# code_converter

code_converter/placement_by_type.png
The bar under the picture is 10 µm long.
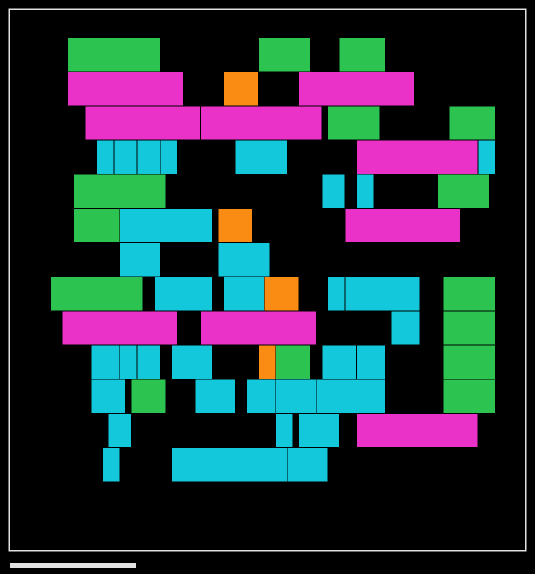

$ cat src/rtl/code_converter_pkg.sv
// rtl/code_converter_pkg.sv - constants, mode enum and Gray helpers for code_converter
package code_converter_pkg;

    localparam logic [3:0] XS3_OFFSET = 4'd3;
    localparam logic [3:0] BCD_MAX    = 4'd9;
    localparam logic [3:0] XS3_MIN    = 4'd3;
    localparam logic [3:0] XS3_MAX    = 4'd12;

    typedef enum logic {
        MODE_ENC = 1'b0,
        MODE_DEC = 1'b1
    } mode_e;

    function automatic logic [3:0] bin2gray(input logic [3:0] n);
        return {n[3], n[3] ^ n[2], n[2] ^ n[1], n[1] ^ n[0]};
    endfunction

    function automatic logic [3:0] gray2bin(input logic [3:0] g);
        logic [3:0] b;
        b[3] = g[3];
        b[2] = b[3] ^ g[2];
        b[1] = b[2] ^ g[1];
        b[0] = b[1] ^ g[0];
        return b;
    endfunction

endpackage

$ cat src/rtl/code_converter_core.sv
// rtl/code_converter_core.sv - combinational BCD/XS3 and bin/Gray mapping
// Range checking on channel 1 is enabled by CODE_CONVERTER_ERR_EN.
module code_converter_core
    import code_converter_pkg::*;
(
    input  logic [3:0] i_n,
    input  mode_e      i_mode,
    output logic [3:0] o_ch1,
    output logic [3:0] o_ch2,
    output logic       o_err
);

`ifdef CODE_CONVERTER_ERR_EN
    logic w_out_of_range;

    always_comb begin
        w_out_of_range = 1'b0;
        if (i_mode == MODE_ENC) begin
            w_out_of_range = (i_n > BCD_MAX);
        end else begin
            w_out_of_range = (i_n < XS3_MIN) || (i_n > XS3_MAX);
        end
    end
`endif

    always_comb begin
        o_ch1 = 4'd0;
        o_ch2 = 4'd0;
        o_err = 1'b0;
        if (i_mode == MODE_ENC) begin
            o_ch1 = i_n + XS3_OFFSET;
            o_ch2 = bin2gray(i_n);
        end else begin
            o_ch1 = i_n - XS3_OFFSET;
            o_ch2 = gray2bin(i_n);
        end
`ifdef CODE_CONVERTER_ERR_EN
        // Illegal channel-1 codes are squashed so downstream never sees garbage.
        if (w_out_of_range) begin
            o_ch1 = 4'd0;
            o_err = 1'b1;
        end
`endif
    end

endmodule

$ cat src/rtl/code_converter.sv
// rtl/code_converter.sv - registered dual-channel nibble code converter (top)
// Optional channel-1 range check: define CODE_CONVERTER_ERR_EN.
module code_converter
    import code_converter_pkg::*;
(
    input  logic clk,
    input  logic rst,
    input  logic a,
    input  logic b,
    input  logic c,
    input  logic d,
    input  logic mode,
    input  logic in_valid,
    output logic a1,
    output logic b1,
    output logic c1,
    output logic d1,
    output logic a2,
    output logic b2,
    output logic c2,
    output logic d2,
    output logic out_valid,
    output logic err
);

    logic [3:0] w_n;
    mode_e      w_mode;
    logic [3:0] w_ch1;
    logic [3:0] w_ch2;
    logic       w_err;

    logic [3:0] r_ch1;
    logic [3:0] r_ch2;
    logic       r_err;
    logic       r_valid;

    assign w_n    = {a, b, c, d};
    assign w_mode = mode_e'(mode);

    code_converter_core u_core (
        .i_n    (w_n),
        .i_mode (w_mode),
        .o_ch1  (w_ch1),
        .o_ch2  (w_ch2),
        .o_err  (w_err)
    );

    // Results hold across idle cycles; only out_valid tracks in_valid.
    always_ff @(posedge clk or posedge rst) begin
        if (rst) begin
            r_ch1   <= 4'd0;
            r_ch2   <= 4'd0;
            r_err   <= 1'b0;
            r_valid <= 1'b0;
        end else begin
            r_valid <= in_valid;
            if (in_valid) begin
                r_ch1 <= w_ch1;
                r_ch2 <= w_ch2;
                r_err <= w_err;
            end
        end
    end

    assign {a1, b1, c1, d1} = r_ch1;
    assign {a2, b2, c2, d2} = r_ch2;
    assign err              = r_err;
    assign out_valid        = r_valid;

endmodule

$ cat config.mk
export PLATFORM = sky130hd
export DESIGN_NAME = code_converter
export DESIGN_NICKNAME = d
export VERILOG_FILES = /design/src/rtl/code_converter_pkg.sv /design/src/rtl/code_converter_core.sv /design/src/rtl/code_converter.sv
export SDC_FILE = /design/constraint.sdc
export NUM_CORES = 1
export LEC_CHECK = 0
export ABC_CLOCK_PERIOD_IN_PS = 800
export CAP_MARGIN = 20
export CORE_AREA = 2 2 39 41
export CTS_CLUSTER_SIZE = 20
export DETAILED_ROUTE_END_ITERATION = 8
export DIE_AREA = 0 0 41 43
export DONT_BUFFER_PORTS = 1
export PLACE_DENSITY_LB_ADDON = 0.1
export SYNTH_ARGS = -nofsm -noshare
export SYNTH_HDL_FRONTEND = slang
export SYNTH_SLANG_ARGS = --single-unit
$ cat constraint.sdc
create_clock -name clk -period 0.8 [get_ports clk]
set_input_delay 0.16 -clock clk [delete_from_list [all_inputs] [get_ports clk]]
set_output_delay 0.16 -clock clk [all_outputs]
set_load 0.02 [all_outputs]
# instr_fetch_unit

**src/rtl/instr_fetch_unit.sv**
```systemverilog
// instr_fetch_unit: owns the fetch PC, handshakes with instruction memory,
// samples BTB/branch-predictor results and presents one buffered instruction
// to the decode register.
// Optional build macro: FETCH_PERF_EN adds consumption/redirect counters.
module instr_fetch_unit #(
    parameter int unsigned ADDR_WIDTH  = 64,
    parameter int unsigned INSTR_WIDTH = 32,
    parameter logic [ADDR_WIDTH-1:0] RESET_PC = ADDR_WIDTH'('h8000_0000)
) (
    input  logic                   i_clk,
    input  logic                   i_arst,
    input  logic                   i_stall_fetch,
    input  logic                   i_redirect,
    input  logic [ADDR_WIDTH-1:0]  i_redirect_pc,
    input  logic                   i_btb_hit,
    input  logic                   i_bp_taken,
    input  logic [1:0]             i_btb_way,
    input  logic [ADDR_WIDTH-1:0]  i_btb_target,
    output logic                   o_imem_req,
    output logic [ADDR_WIDTH-1:0]  o_imem_addr,
    input  logic                   i_imem_ack,
    input  logic [INSTR_WIDTH-1:0] i_imem_rdata,
`ifdef FETCH_PERF_EN
    output logic [31:0]            o_perf_fetched,
    output logic [31:0]            o_perf_redirects,
`endif
    output logic                   o_instr_valid,
    output logic                   o_log_trace,
    output logic [INSTR_WIDTH-1:0] o_instr,
    output logic [ADDR_WIDTH-1:0]  o_pc,
    output logic [ADDR_WIDTH-1:0]  o_pc_plus4,
    output logic [ADDR_WIDTH-1:0]  o_pc_target_addr_pred,
    output logic                   o_branch_pred_taken,
    output logic [1:0]             o_btb_way
);

    typedef enum logic [1:0] {FETCH, HOLD, DRAIN} state_t;

    state_t                 state_q, state_d;
    logic [ADDR_WIDTH-1:0]  pc_q, pc_d;
    logic [ADDR_WIDTH-1:0]  addr_d;
    logic                   req_d;
    logic                   valid_d;
    logic [INSTR_WIDTH-1:0] instr_d;
    logic [ADDR_WIDTH-1:0]  bpc_d, bpc4_d, tpred_d;
    logic                   ptaken_d;
    logic [1:0]             way_d;
    logic                   clear_buf;
    logic                   taken;
    logic                   consume_c;
    logic [ADDR_WIDTH-1:0]  redirect_aligned;
    logic [ADDR_WIDTH-1:0]  addr_plus4;
    logic                   unused_redirect_lsbs;

    assign taken                = i_btb_hit & i_bp_taken;
    assign redirect_aligned     = {i_redirect_pc[ADDR_WIDTH-1:2], 2'b00};
    assign addr_plus4           = o_imem_addr + ADDR_WIDTH'(4);
    assign consume_c            = (state_q == HOLD) & ~i_stall_fetch & ~i_redirect;
    assign unused_redirect_lsbs = ^i_redirect_pc[1:0];
    assign o_log_trace          = o_instr_valid;

    // Next-state, next-PC and output-buffer logic; redirect outranks stall and ack.
    always_comb begin
        state_d   = state_q;
        pc_d      = pc_q;
        addr_d    = o_imem_addr;
        valid_d   = o_instr_valid;
        instr_d   = o_instr;
        bpc_d     = o_pc;
        bpc4_d    = o_pc_plus4;
        tpred_d   = o_pc_target_addr_pred;
        ptaken_d  = o_branch_pred_taken;
        way_d     = o_btb_way;
        clear_buf = 1'b0;

        if (i_redirect) begin
            clear_buf = 1'b1;
            pc_d      = redirect_aligned;
            case (state_q)
                FETCH: begin
                    if (i_imem_ack) begin
                        addr_d  = redirect_aligned;
                        state_d = FETCH;
                    end else begin
                        state_d = DRAIN;
                    end
                end
                HOLD: begin
                    addr_d  = redirect_aligned;
                    state_d = FETCH;
                end
                DRAIN:   state_d = DRAIN;
                default: state_d = FETCH;
            endcase
        end else begin
            case (state_q)
                FETCH: begin
                    if (i_imem_ack) begin
                        valid_d  = 1'b1;
                        instr_d  = i_imem_rdata;
                        bpc_d    = o_imem_addr;
                        bpc4_d   = addr_plus4;
                        ptaken_d = taken;
                        way_d    = taken ? i_btb_way : 2'b00;
                        tpred_d  = taken ? i_btb_target : '0;
                        pc_d     = taken ? i_btb_target : addr_plus4;
                        addr_d   = taken ? i_btb_target : addr_plus4;
                        state_d  = HOLD;
                    end
                end
                HOLD: begin
                    if (!i_stall_fetch) begin
                        clear_buf = 1'b1;
                        state_d   = FETCH;
                    end
                end
                DRAIN: begin
                    if (i_imem_ack) begin
                        addr_d  = pc_q;
                        state_d = FETCH;
                    end
                end
                default: state_d = FETCH;
            endcase
        end

        if (clear_buf) begin
            valid_d  = 1'b0;
            instr_d  = '0;
            bpc_d    = '0;
            bpc4_d   = '0;
            tpred_d  = '0;
            ptaken_d = 1'b0;
            way_d    = 2'b00;
        end

        req_d = (state_d != HOLD);
    end

    // State, PC, request and output-buffer registers.
    always_ff @(posedge i_clk or posedge i_arst) begin
        if (i_arst) begin
            state_q               <= FETCH;
            pc_q                  <= RESET_PC;
            o_imem_addr           <= RESET_PC;
            o_imem_req            <= 1'b1;
            o_instr_valid         <= 1'b0;
            o_instr               <= '0;
            o_pc                  <= '0;
            o_pc_plus4            <= '0;
            o_pc_target_addr_pred <= '0;
            o_branch_pred_taken   <= 1'b0;
            o_btb_way             <= 2'b00;
        end else begin
            state_q               <= state_d;
            pc_q                  <= pc_d;
            o_imem_addr           <= addr_d;
            o_imem_req            <= req_d;
            o_instr_valid         <= valid_d;
            o_instr               <= instr_d;
            o_pc                  <= bpc_d;
            o_pc_plus4            <= bpc4_d;
            o_pc_target_addr_pred <= tpred_d;
            o_branch_pred_taken   <= ptaken_d;
            o_btb_way             <= way_d;
        end
    end

`ifdef FETCH_PERF_EN
    // Wrapping counters of consumed instructions and redirect cycles.
    always_ff @(posedge i_clk or posedge i_arst) begin
        if (i_arst) begin
            o_perf_fetched   <= '0;
            o_perf_redirects <= '0;
        end else begin
            if (consume_c) o_perf_fetched <= o_perf_fetched + 32'(1);
            if (i_redirect) o_perf_redirects <= o_perf_redirects + 32'(1);
        end
    end
`endif

endmodule

```
**config.mk**
```make
export PLATFORM = sky130hd
export DESIGN_NAME = instr_fetch_unit
export DESIGN_NICKNAME = d
export VERILOG_FILES = /design/src/rtl/instr_fetch_unit.sv
export SDC_FILE = /design/constraint.sdc
export NUM_CORES = 1
export LEC_CHECK = 0
export ABC_AREA = 1
export CORE_ASPECT_RATIO = 1.25
export CORE_MARGIN = 2
export CORE_UTILIZATION = 40
export CTS_BUF_LIST = sky130_fd_sc_hd__clkbuf_8 sky130_fd_sc_hd__clkbuf_16
export CTS_CLUSTER_SIZE = 24
export DETAILED_ROUTE_END_ITERATION = 8
export GPL_ROUTABILITY_DRIVEN = 1
export HOLD_SLACK_MARGIN = 0.06
export PLACE_DENSITY = 0.77
export SETUP_SLACK_MARGIN = 0.2
export SLEW_MARGIN = 20
export SYNTH_ARGS = -nofsm -noshare
export SYNTH_HDL_FRONTEND = slang
export SYNTH_SLANG_ARGS = --single-unit
```
**constraint.sdc**
```tcl
create_clock -name i_clk -period 12.9 [get_ports i_clk]
set_clock_uncertainty 0.1 [all_clocks]
set_input_delay 3.225 -clock i_clk [delete_from_list [all_inputs] [get_ports i_clk]]
set_output_delay 3.225 -clock i_clk [all_outputs]
set_load 0.01 [all_outputs]
```
code_converter/clocks.png
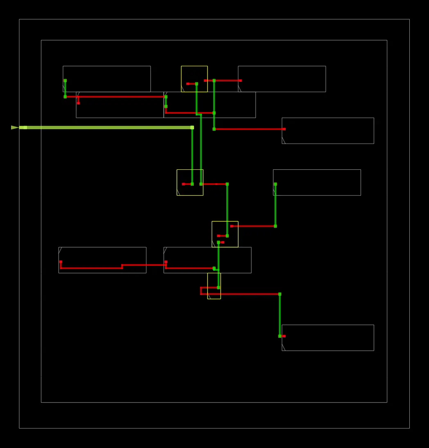
sequential cell count: 9
maximum clock skew at final layout: 0 ns
number of CTS-inserted buffers: 3

## Picture notes: code_converter/placement_by_type.png
flops: shown in magenta, cells 9. other buffers and delay cells: shown in green, cells 15. combinational and other logic: shown in cyan, cells 33. clock drivers and dummy loads: shown in orange, cells 4.
post-route cell area: 727 µm²
core outline area: 0.00138 mm²

==> summary.txt, code_converter <==
The flow run is done. Looking at the clock tree report, the maximum root-to-sink buffer count equals 2. After global routing the overflow that remains totals 0. Across all setup checks in the final design, the least slack found is -0.174 ns. In the final report, the number of endpoints failing setup comes to 10. In this run the clock root is driven by a clkbuf_4.

Across all hold checks on the routed design, the worst slack comes to 0.0572 ns. From synthesis to final layout, the design area changed by 52.5%. Looking at the setup timing report, the critical path kind is flip-flop to output port.

In this run, power in combinational logic comes to 0.490 mW. Residual DRC count landed at 0. Summing over the stages, the warning tally comes to 29. Timing analysis after detailed placement gives a worst setup slack of -0.208 ns. Power attributed to the clock group is 0.355 mW.

Final worst-path cycle share landed at 1.22. Clock network fraction of total power landed at 0.249. In this run the number of H-tree levels came out at 1. Sequential group power landed at 0.581 mW. Required time of the worst setup path landed at 0.64 ns.

Combinational gate area landed at 254 µm². Max-slew violation total from the final report landed at 0. The initial utilization of the core area, before any placement, comes to 0.344. Maximum number of pins on one net before global-route repair landed at 11. Maximum clock frequency landed at 1.03 GHz. The count of buffers added on input and output ports is 0.

In this run, the synthesized area fraction spent on and/or/nand/nor cells is recorded as 0.0814. TritonCTS built the clock tree. Summing all flip-flop and latch instances after layout gives 229 µm². Total of max-cap violations landed at 0. After its last routability iteration, the placer logged a weighted congestion of 0.715. The run finished, with violations left. Share of final layout cell area taken by non-clock buffers landed at 0.253. Among the non-sequential cells, XOR/XNOR gates take the most area. Layout buffer count excluding clock buffers landed at 15.

Initial antenna violation count landed at 0. The checks that failed: negative setup slack. Clock net sink count landed at 9. Summed over all nets, wire length on met3 after detailed routing comes to 52 µm. Per Yosys stat, the portion of area used by sequential elements is 0.472. Counting every net in the synthesized netlist gives 55.
code_converter: what timing repair did:
| item | 4_1_cts | 5_1_grt |
|---|---|---|
| hold buffers | 3 | 0 |
| cloned | 0 | 0 |
| buffers inserted | 2 | 0 |
| pin swaps | 0 | 1 |
| endpoints found under the setup margin | 9 | 11 |
| hold endpoints to repair | 14 | 0 |
| resized | 6 | 4 |
code_converter: registers in the layout (all words and copies together) (netlist names):
signal / count
r_ch1: 4
r_ch2: 4
out_valid: 1
code_converter: path summary, 6_finish.rpt:
check	from	to	slack (ns)	cells after the start
max	r_ch1[3]	a1	-0.17	1
min	a	r_ch2[3]	0.06	1
max reg2reg	r_ch2[1]	r_ch2[1]	-0.09	2
min reg2reg	r_ch2[3]	r_ch2[3]	0.53	1
max in group asynchronous	rst	r_ch2[3]	0.22	2
min in group asynchronous	rst	r_ch2[0]	0.30	2
code_converter: routing by layer:
metal | vias to the layer above | global-route usage
li1 | 180 | -
met1 | 182 | 0.177
met3 | 0 | 0.0733
met4 | 0 | 0.0800
met5 | - | 0
met2 | 10 | 0.197
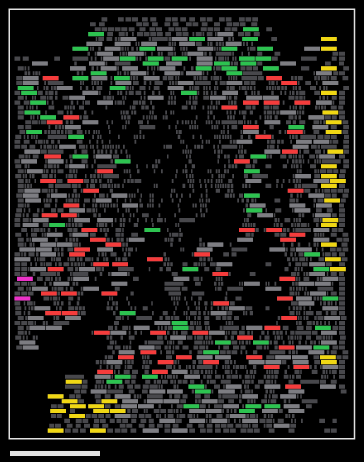
instr_fetch_unit/flops_by_reg.png
The bar under the picture is 50 µm long. Other sequential cells in the stronger grey, the rest of the logic in the fainter grey.
pc_q: shown in red, flops 64. o_btb_way: shown in magenta, flops 2. o_pc_plus4: shown in green, flops 62, where widely spread. o_instr: shown in yellow, flops 32, where widely spread.
share of the core filled with cells: 0.550
power in sequential cells: 1.45 mW
flip-flop and latch share of the layout cell area: 0.377

==> summary.txt, instr_fetch_unit <==
The flow run is done. Depth of the worst register-to-register path landed at 7. According to the timing report, the data required time at the worst endpoint equals 13.22 ns. The setup path with the least slack is of type input port to flip-flop.

Post-CTS timing repair inserted 0 buffers for setup. According to the CTS report, the clock sink count is 357. The capture point of the critical path was reported as pc_q[49]. The worst register-to-register path begins at state_q[1]. Looking at the gate-level netlist, the highest instance count belongs to nand2_1. Path length in cells of the critical path landed at 10.

The layer flagged by global routing as most heavily used is met2. Per the OpenROAD power report, leakage power amounts to 10.8 nW. Maximum single-stage delay on the critical path landed at 0.89 ns. Number of buffers inserted by hold repair at cts landed at 0. Power per unit of standard cell area landed at 154 mW/mm². Area inside the core boundary landed at 0.0431 mm². CTS placed an instance of clkbuf_16 at the clock tree root. Across the whole layout, storage elements account for 0.00894 mm². Sorting the synthesized cells by how often they occur yields 549 x nand2_1, 354 x dfrtp_1, 189 x inv_1. Detailed-router iteration count before antenna repair landed at 5. The floorplan step set the die width to 191 µm. The run finished with clean final reports. Gate count after technology mapping landed at 2122. Total combinational power landed at 1.01 mW. Via total after detailed routing landed at 17200.

The die is 238 µm tall. Actual transition at the worst max-transition pin landed at 1.12 ns. For this run, global-route usage on met3 was measured as 0.0607.
## instr_fetch_unit: cell type report
type,count,share of cell area
flip-flops and latches,357,0.377
multi-input cells,1447,0.304
repair buffers,477,0.200
clock buffers,45,0.0447
inverters,195,0.0316
well taps,565,0.0298
clock inverters,22,0.0123
diodes,4,0.000423
## instr_fetch_unit: cell usage in the layout (no fill, tap or decap), types with 6 or more instances in the layout
master,Yosys,routed
bufinv_16,0,7
o211ai_1,7,7
clkinv_2,0,8
clkdlybuf4s50_1,0,459
nand2_2,11,12
nand3_1,127,127
xor2_1,26,26
o22ai_1,20,20
clkbuf_8,0,6
nor2_1,178,177
o221ai_1,38,38
a31oi_1,7,7
a21oi_2,8,8
nand4_1,9,9
buf_4,20,17
nor2_4,6,6
dfrtp_1,354,354
a22o_1,55,55
a21oi_1,112,112
a32o_1,9,9
a31o_2,7,7
o21ai_1,22,22
clkbuf_16,0,39
nand2_1,549,548
inv_1,189,191
or2_2,30,30
nor2_2,5,6
o21ai_0,183,183
## instr_fetch_unit: logic make-up after synthesis
group,Yosys count,synth area share
compound gates,493,0.174
xor+xnor,28,0.0140
flops,357,0.511
buf+inv,318,0.0771
simple gates,925,0.223
fa+ha+maj,1,0.000715

# vect_relu_argmax

[src/rtl/vect_relu_argmax_pkg.sv]
// Shared types and constants for the ReLU/argmax sweep that follows the
// matrix-vector multiplier.
package vect_relu_argmax_pkg;

  typedef enum logic [1:0] {
    ST_IDLE  = 2'd0,
    ST_READ  = 2'd1,
    ST_DRAIN = 2'd2,
    ST_DONE  = 2'd3
  } state_e;

  localparam logic [31:0] FP32_ZERO     = 32'h0000_0000;
  localparam int          FP32_SIGN_BIT = 31;

  localparam int STAT_DONE    = 0;
  localparam int STAT_BUSY    = 1;
  localparam int STAT_IDX_LSB = 16;
  localparam int STAT_IDX_W   = 16;

  // Any negative pattern, including -0, collapses to +0.
  function automatic logic [31:0] fp32_relu(input logic [31:0] v);
    return v[FP32_SIGN_BIT] ? FP32_ZERO : v;
  endfunction

endpackage

[src/rtl/fp32_gt.sv]
// Combinational float32 strict greater-than on sign-magnitude bit patterns;
// +0 and -0 compare equal, NaN/Inf are treated as ordinary bit patterns.
module fp32_gt
  import vect_relu_argmax_pkg::*;
(
  input  logic [31:0] a,
  input  logic [31:0] b,
  output logic        a_gt_b
);

  logic        sign_a;
  logic        sign_b;
  logic [30:0] mag_a;
  logic [30:0] mag_b;

  assign sign_a = a[FP32_SIGN_BIT];
  assign sign_b = b[FP32_SIGN_BIT];
  assign mag_a  = a[30:0];
  assign mag_b  = b[30:0];

  always_comb begin
    a_gt_b = 1'b0;
    if ((mag_a == '0) && (mag_b == '0)) begin
      a_gt_b = 1'b0;
    end else if (sign_a != sign_b) begin
      a_gt_b = !sign_a;
    end else if (!sign_a) begin
      a_gt_b = (mag_a > mag_b);
    end else begin
      // Both negative: the smaller magnitude is the larger value.
      a_gt_b = (mag_a < mag_b);
    end
  end

endmodule

[src/rtl/vect_relu_argmax.sv]
// Sweeps y out of BRAM, writes ReLU(y) into z and tracks argmax/max of y,
// started and acknowledged through the ps_control/pl_status handshake.
module vect_relu_argmax
  import vect_relu_argmax_pkg::*;
#(
  parameter int length_M    = 128,
  parameter int addr_y_size = 12,
  parameter int addr_z_size = 12
) (
  input  logic                   clk,
  input  logic                   reset,
  input  logic [31:0]            ps_control,
  output logic [31:0]            pl_status,
  output logic [31:0]            max_value,
  output logic [addr_y_size-1:0] bram_addr_y,
  input  logic [31:0]            bram_rddata_y,
  output logic [31:0]            bram_wrdata_y,
  output logic [3:0]             bram_we_y,
  output logic [addr_z_size-1:0] bram_addr_z,
  input  logic [31:0]            bram_rddata_z,
  output logic [31:0]            bram_wrdata_z,
  output logic [3:0]             bram_we_z
);

  localparam int             CW       = $clog2(length_M) + 1;
  localparam logic [CW-1:0]  CNT_LAST = CW'(length_M - 1);
  localparam logic [CW-1:0]  CNT_ONE  = CW'(1);

  state_e                   state_q;
  logic [CW-1:0]            cnt_q;
  logic [CW-1:0]            cnt_inc;
  logic [addr_y_size-1:0]   addr_y_q;
  logic                     valid_q;
  logic [CW-1:0]            idx_pipe_q;
  logic [CW-1:0]            max_idx_q;
  logic [31:0]              max_val_q;
  logic                     y_gt_max;
  logic                     take_max;
  logic                     start;
  logic                     unused_inputs;

  assign start         = ps_control[0];
  assign unused_inputs = ^{bram_rddata_z, ps_control[31:1]};
  assign cnt_inc       = cnt_q + CNT_ONE;

  fp32_gt u_fp32_gt (
    .a      (bram_rddata_y),
    .b      (max_val_q),
    .a_gt_b (y_gt_max)
  );

  // Element 0 seeds the running max; later elements must be strictly greater.
  assign take_max = valid_q && ((idx_pipe_q == '0) || y_gt_max);

  always_ff @(posedge clk or posedge reset) begin
    if (reset) begin
      state_q    <= ST_IDLE;
      cnt_q      <= '0;
      addr_y_q   <= '0;
      valid_q    <= 1'b0;
      idx_pipe_q <= '0;
      max_idx_q  <= '0;
      max_val_q  <= FP32_ZERO;
    end else begin
      // Read data lags its address by one cycle; the pipeline tags it.
      valid_q    <= (state_q == ST_READ);
      idx_pipe_q <= cnt_q;

      case (state_q)
        ST_IDLE: begin
          if (start) begin
            state_q   <= ST_READ;
            cnt_q     <= '0;
            addr_y_q  <= '0;
            max_idx_q <= '0;
            max_val_q <= FP32_ZERO;
          end
        end
        ST_READ: begin
          if (cnt_q == CNT_LAST) begin
            state_q <= ST_DRAIN;
          end else begin
            cnt_q    <= cnt_inc;
            addr_y_q <= addr_y_size'({cnt_inc, 2'b00});
          end
        end
        ST_DRAIN: begin
          state_q <= ST_DONE;
        end
        ST_DONE: begin
          if (!start) begin
            state_q <= ST_IDLE;
          end
        end
        default: begin
          state_q <= ST_IDLE;
        end
      endcase

      if (take_max) begin
        max_idx_q <= idx_pipe_q;
        max_val_q <= bram_rddata_y;
      end
    end
  end

  always_comb begin
    pl_status = '0;
    if (state_q != ST_IDLE) begin
      pl_status[STAT_IDX_LSB +: STAT_IDX_W] = STAT_IDX_W'(max_idx_q);
    end
    pl_status[STAT_DONE] = (state_q == ST_DONE);
    pl_status[STAT_BUSY] = (state_q == ST_READ) || (state_q == ST_DRAIN);
  end

  assign max_value     = max_val_q;
  assign bram_addr_y   = addr_y_q;
  assign bram_wrdata_y = '0;
  assign bram_we_y     = '0;

  // z write path is gated by the valid tag so reset silences it at once.
  assign bram_addr_z   = addr_z_size'({idx_pipe_q, 2'b00});
  assign bram_wrdata_z = valid_q ? fp32_relu(bram_rddata_y) : FP32_ZERO;
  assign bram_we_z     = valid_q ? 4'hF : 4'h0;

endmodule

[config.mk]
export PLATFORM = sky130hd
export DESIGN_NAME = vect_relu_argmax
export DESIGN_NICKNAME = d
export VERILOG_FILES = /design/src/rtl/vect_relu_argmax_pkg.sv /design/src/rtl/fp32_gt.sv /design/src/rtl/vect_relu_argmax.sv
export SDC_FILE = /design/constraint.sdc
export NUM_CORES = 1
export LEC_CHECK = 0
export ABC_AREA = 1
export CORE_ASPECT_RATIO = 1.2
export CORE_MARGIN = 3
export CORE_UTILIZATION = 35
export CTS_BUF_LIST = sky130_fd_sc_hd__clkbuf_8
export CTS_CLUSTER_DIAMETER = 100
export DETAILED_ROUTE_END_ITERATION = 8
export GPL_TIMING_DRIVEN = 0
export PLACE_DENSITY = 0.79
export SETUP_SLACK_MARGIN = 0.5
export SLEW_MARGIN = 20
export SYNTH_ARGS = -nofsm -noshare
export SYNTH_HDL_FRONTEND = slang
export SYNTH_SLANG_ARGS = --single-unit
[constraint.sdc]
create_clock -name clk -period 2.7 [get_ports clk]
set_clock_uncertainty 0.15 [all_clocks]
set_input_delay 0.54 -clock clk [delete_from_list [all_inputs] [get_ports clk]]
set_output_delay 0.54 -clock clk [all_outputs]
set_load 0.03 [all_outputs]
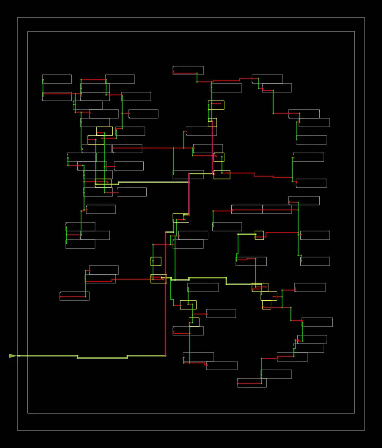
vect_relu_argmax/clocks.png
later-pin clock latency in the skew report: 0.35 ns
clk sink count: 59
Clock group: 0.769 mW
sequential cell count: 59

==> summary.txt <==
The flow run is done. Maximum number of pins on one net before global-route repair landed at 33. Number of signal-net inverters in the final layout landed at 102. TritonCTS built the clock tree. Via total after detailed routing landed at 4552. On the critical path, the stage with the largest delay is an instance of ha_4.

Remaining global-route overflow landed at 0. The finished layout holds 991 standard cells, fillers aside. Clock edge transition at the registers on the reported setup and hold paths landed at 0.08 ns.

Counting stages on the worst path, the most repeated cell is nand2_2. All-layer global routing usage landed at 0.182. Layout buffer count excluding clock buffers landed at 242. Worst-case headroom to the max-slew limit landed at 0.501.

Logic gate fraction of the total cell area landed at 0.369. The floorplan step set the die width to 109 µm. Routing resource usage on met3 recorded by global route was 0.0478.

The highest metal layer carrying signal wires in the routed design is met4. Looking at the cell usage after synthesis, the top flip-flop cell is dfrtp_1. Depth of the worst register-to-register path landed at 16. In this run the post-CTS setup repair buffer count came out at 6. Die outline height landed at 130 µm.

The design draws 6.67 mW. In this run the count of I/O pins placed on the die edge is 258. Area inside the core boundary landed at 0.0123 mm². Of the total synthesized cell area, the portion taken by XOR and XNOR cells is 0.00394. By count the netlist is led by 102 x inv_1, 95 x nand2_1, 77 x nand3_1. Counting flops and latches in the post-synthesis netlist gives 59. The final layout contains 959 nets. Maximum single-stage delay on the critical path landed at 0.29 ns. The worst path needs 2.49 ns of the cycle, external delays included. Share of synthesized cell area in and, or, nand and nor gates landed at 0.297. Share of the synthesized area in the top cell type landed at 0.332. Of the cells placed in the final design, the portion with a size suffix greater than 1 is 0.346. The largest cell class by area is logic gates. The fraction of final cell area spent on clock buffers and inverters in this run is 0.0269. In this run the deepest clock path goes through 2 buffers. Per the synthesis report, the dominant area consumer among library cells is dfrtp_1. Met1 routed wirelength after detailed routing landed at 5.15 mm. The flow ran to the end, and the final reports show no timing, DRC or antenna violations. Walking the worst path, the cells encountered are clkdlybuf4s15_2, ha_4, nand2_4, nor2_4, nand4_1, nor3_4, nand2_1, nand2_2, nand2_2, nand2_2, nand2_2, nand2_4, nand2_8, clkbuf_16, nand3_1, nand2_1. Met3 wire length landed at 1.21 mm.

The cell-mix breakdown from Yosys lists the compound-gate area share as 0.0309. Initial cell density of the core landed at 0.363.
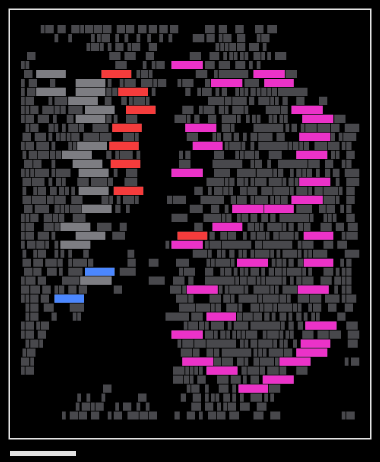
vect_relu_argmax/flops_by_reg.png
The bar under the picture is 20 µm long. Other sequential cells in the stronger grey, the rest of the logic in the fainter grey.
max_value: shown in magenta, flops 32. state_q: shown in blue, flops 2. max_idx_q: shown in red, flops 8.
Another 17 sequential cells are not coloured.
power in sequential cells: 1.46 mW
flip-flop and latch share of the layout cell area: 0.217
area of all sequential standard cells: 0.00151 mm²
share of the core filled with cells: 0.564

-- how the worst max path moves through the flow --
stage / startpoint / endpoint / slack (ns)
finish: bram_rddata_y[22] / max_value[2] / 0.21
global route: max_value[22] / max_value[9] / 0.16
floorplan: max_value[30] / max_value[28] / 0.51
global placement: bram_rddata_y[31] / bram_wrdata_z[18] / -0.49
CTS: max_value[20] / max_value[27] / 0.33
detailed placement: bram_rddata_y[31] / bram_wrdata_z[18] / -0.47
-- registers in the layout, indices dropped and copies added (netlist names) --
signal,flops
idx_pipe_q,8
max_idx_q,8
state_q,2
valid_q,1
bram_addr_y,8
max_value,32
-- cell families (layout without fill, tap and decap cells) --
group                    after synthesis  count (layout)
AND/OR/NAND/NOR                      280             280
buffers and inverters                194             360
flip-flops                            59              59
adder cells (fa/ha/maj)               36              36
AND-OR/OR-AND                         26              26
XOR/XNOR                               2               2
other                                  1              67
-- power breakdown --
part	total, mW	internal, mW	switching (mW)
Sequential	1.46	1.20	0.262
Combinational	4.44	1.74	2.70
Clock	0.769	0.365	0.404


==> layout pictures side by side <==
Wiring by layer.
Two of the layers only.
(a)
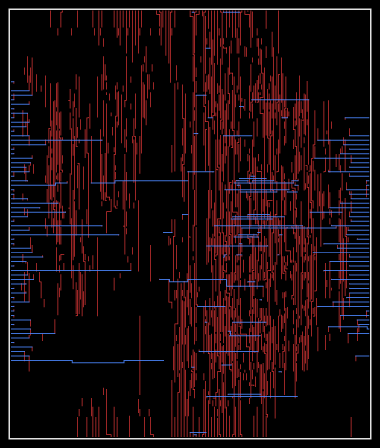
(b)
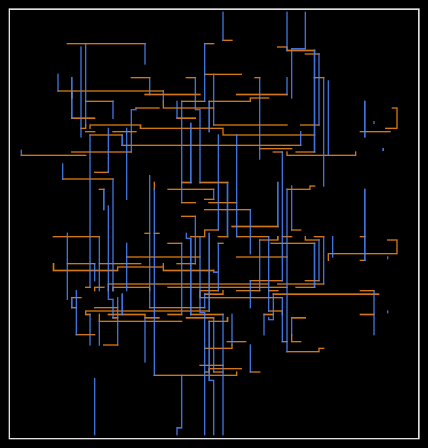
(c)
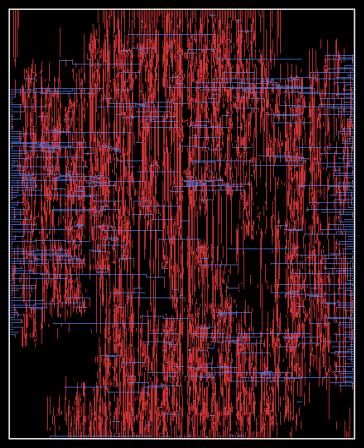
The one with the least wire is (b).
The one with the most wire is (c).
code_converter: (b)
instr_fetch_unit: (c)
vect_relu_argmax: (a)

Key to (a):
metal 3: shown in blue, wire length 1210 µm. metal 2: shown in red, wire length 7130 µm.

No activity file was given, so power comes from the tool's default toggle rates.
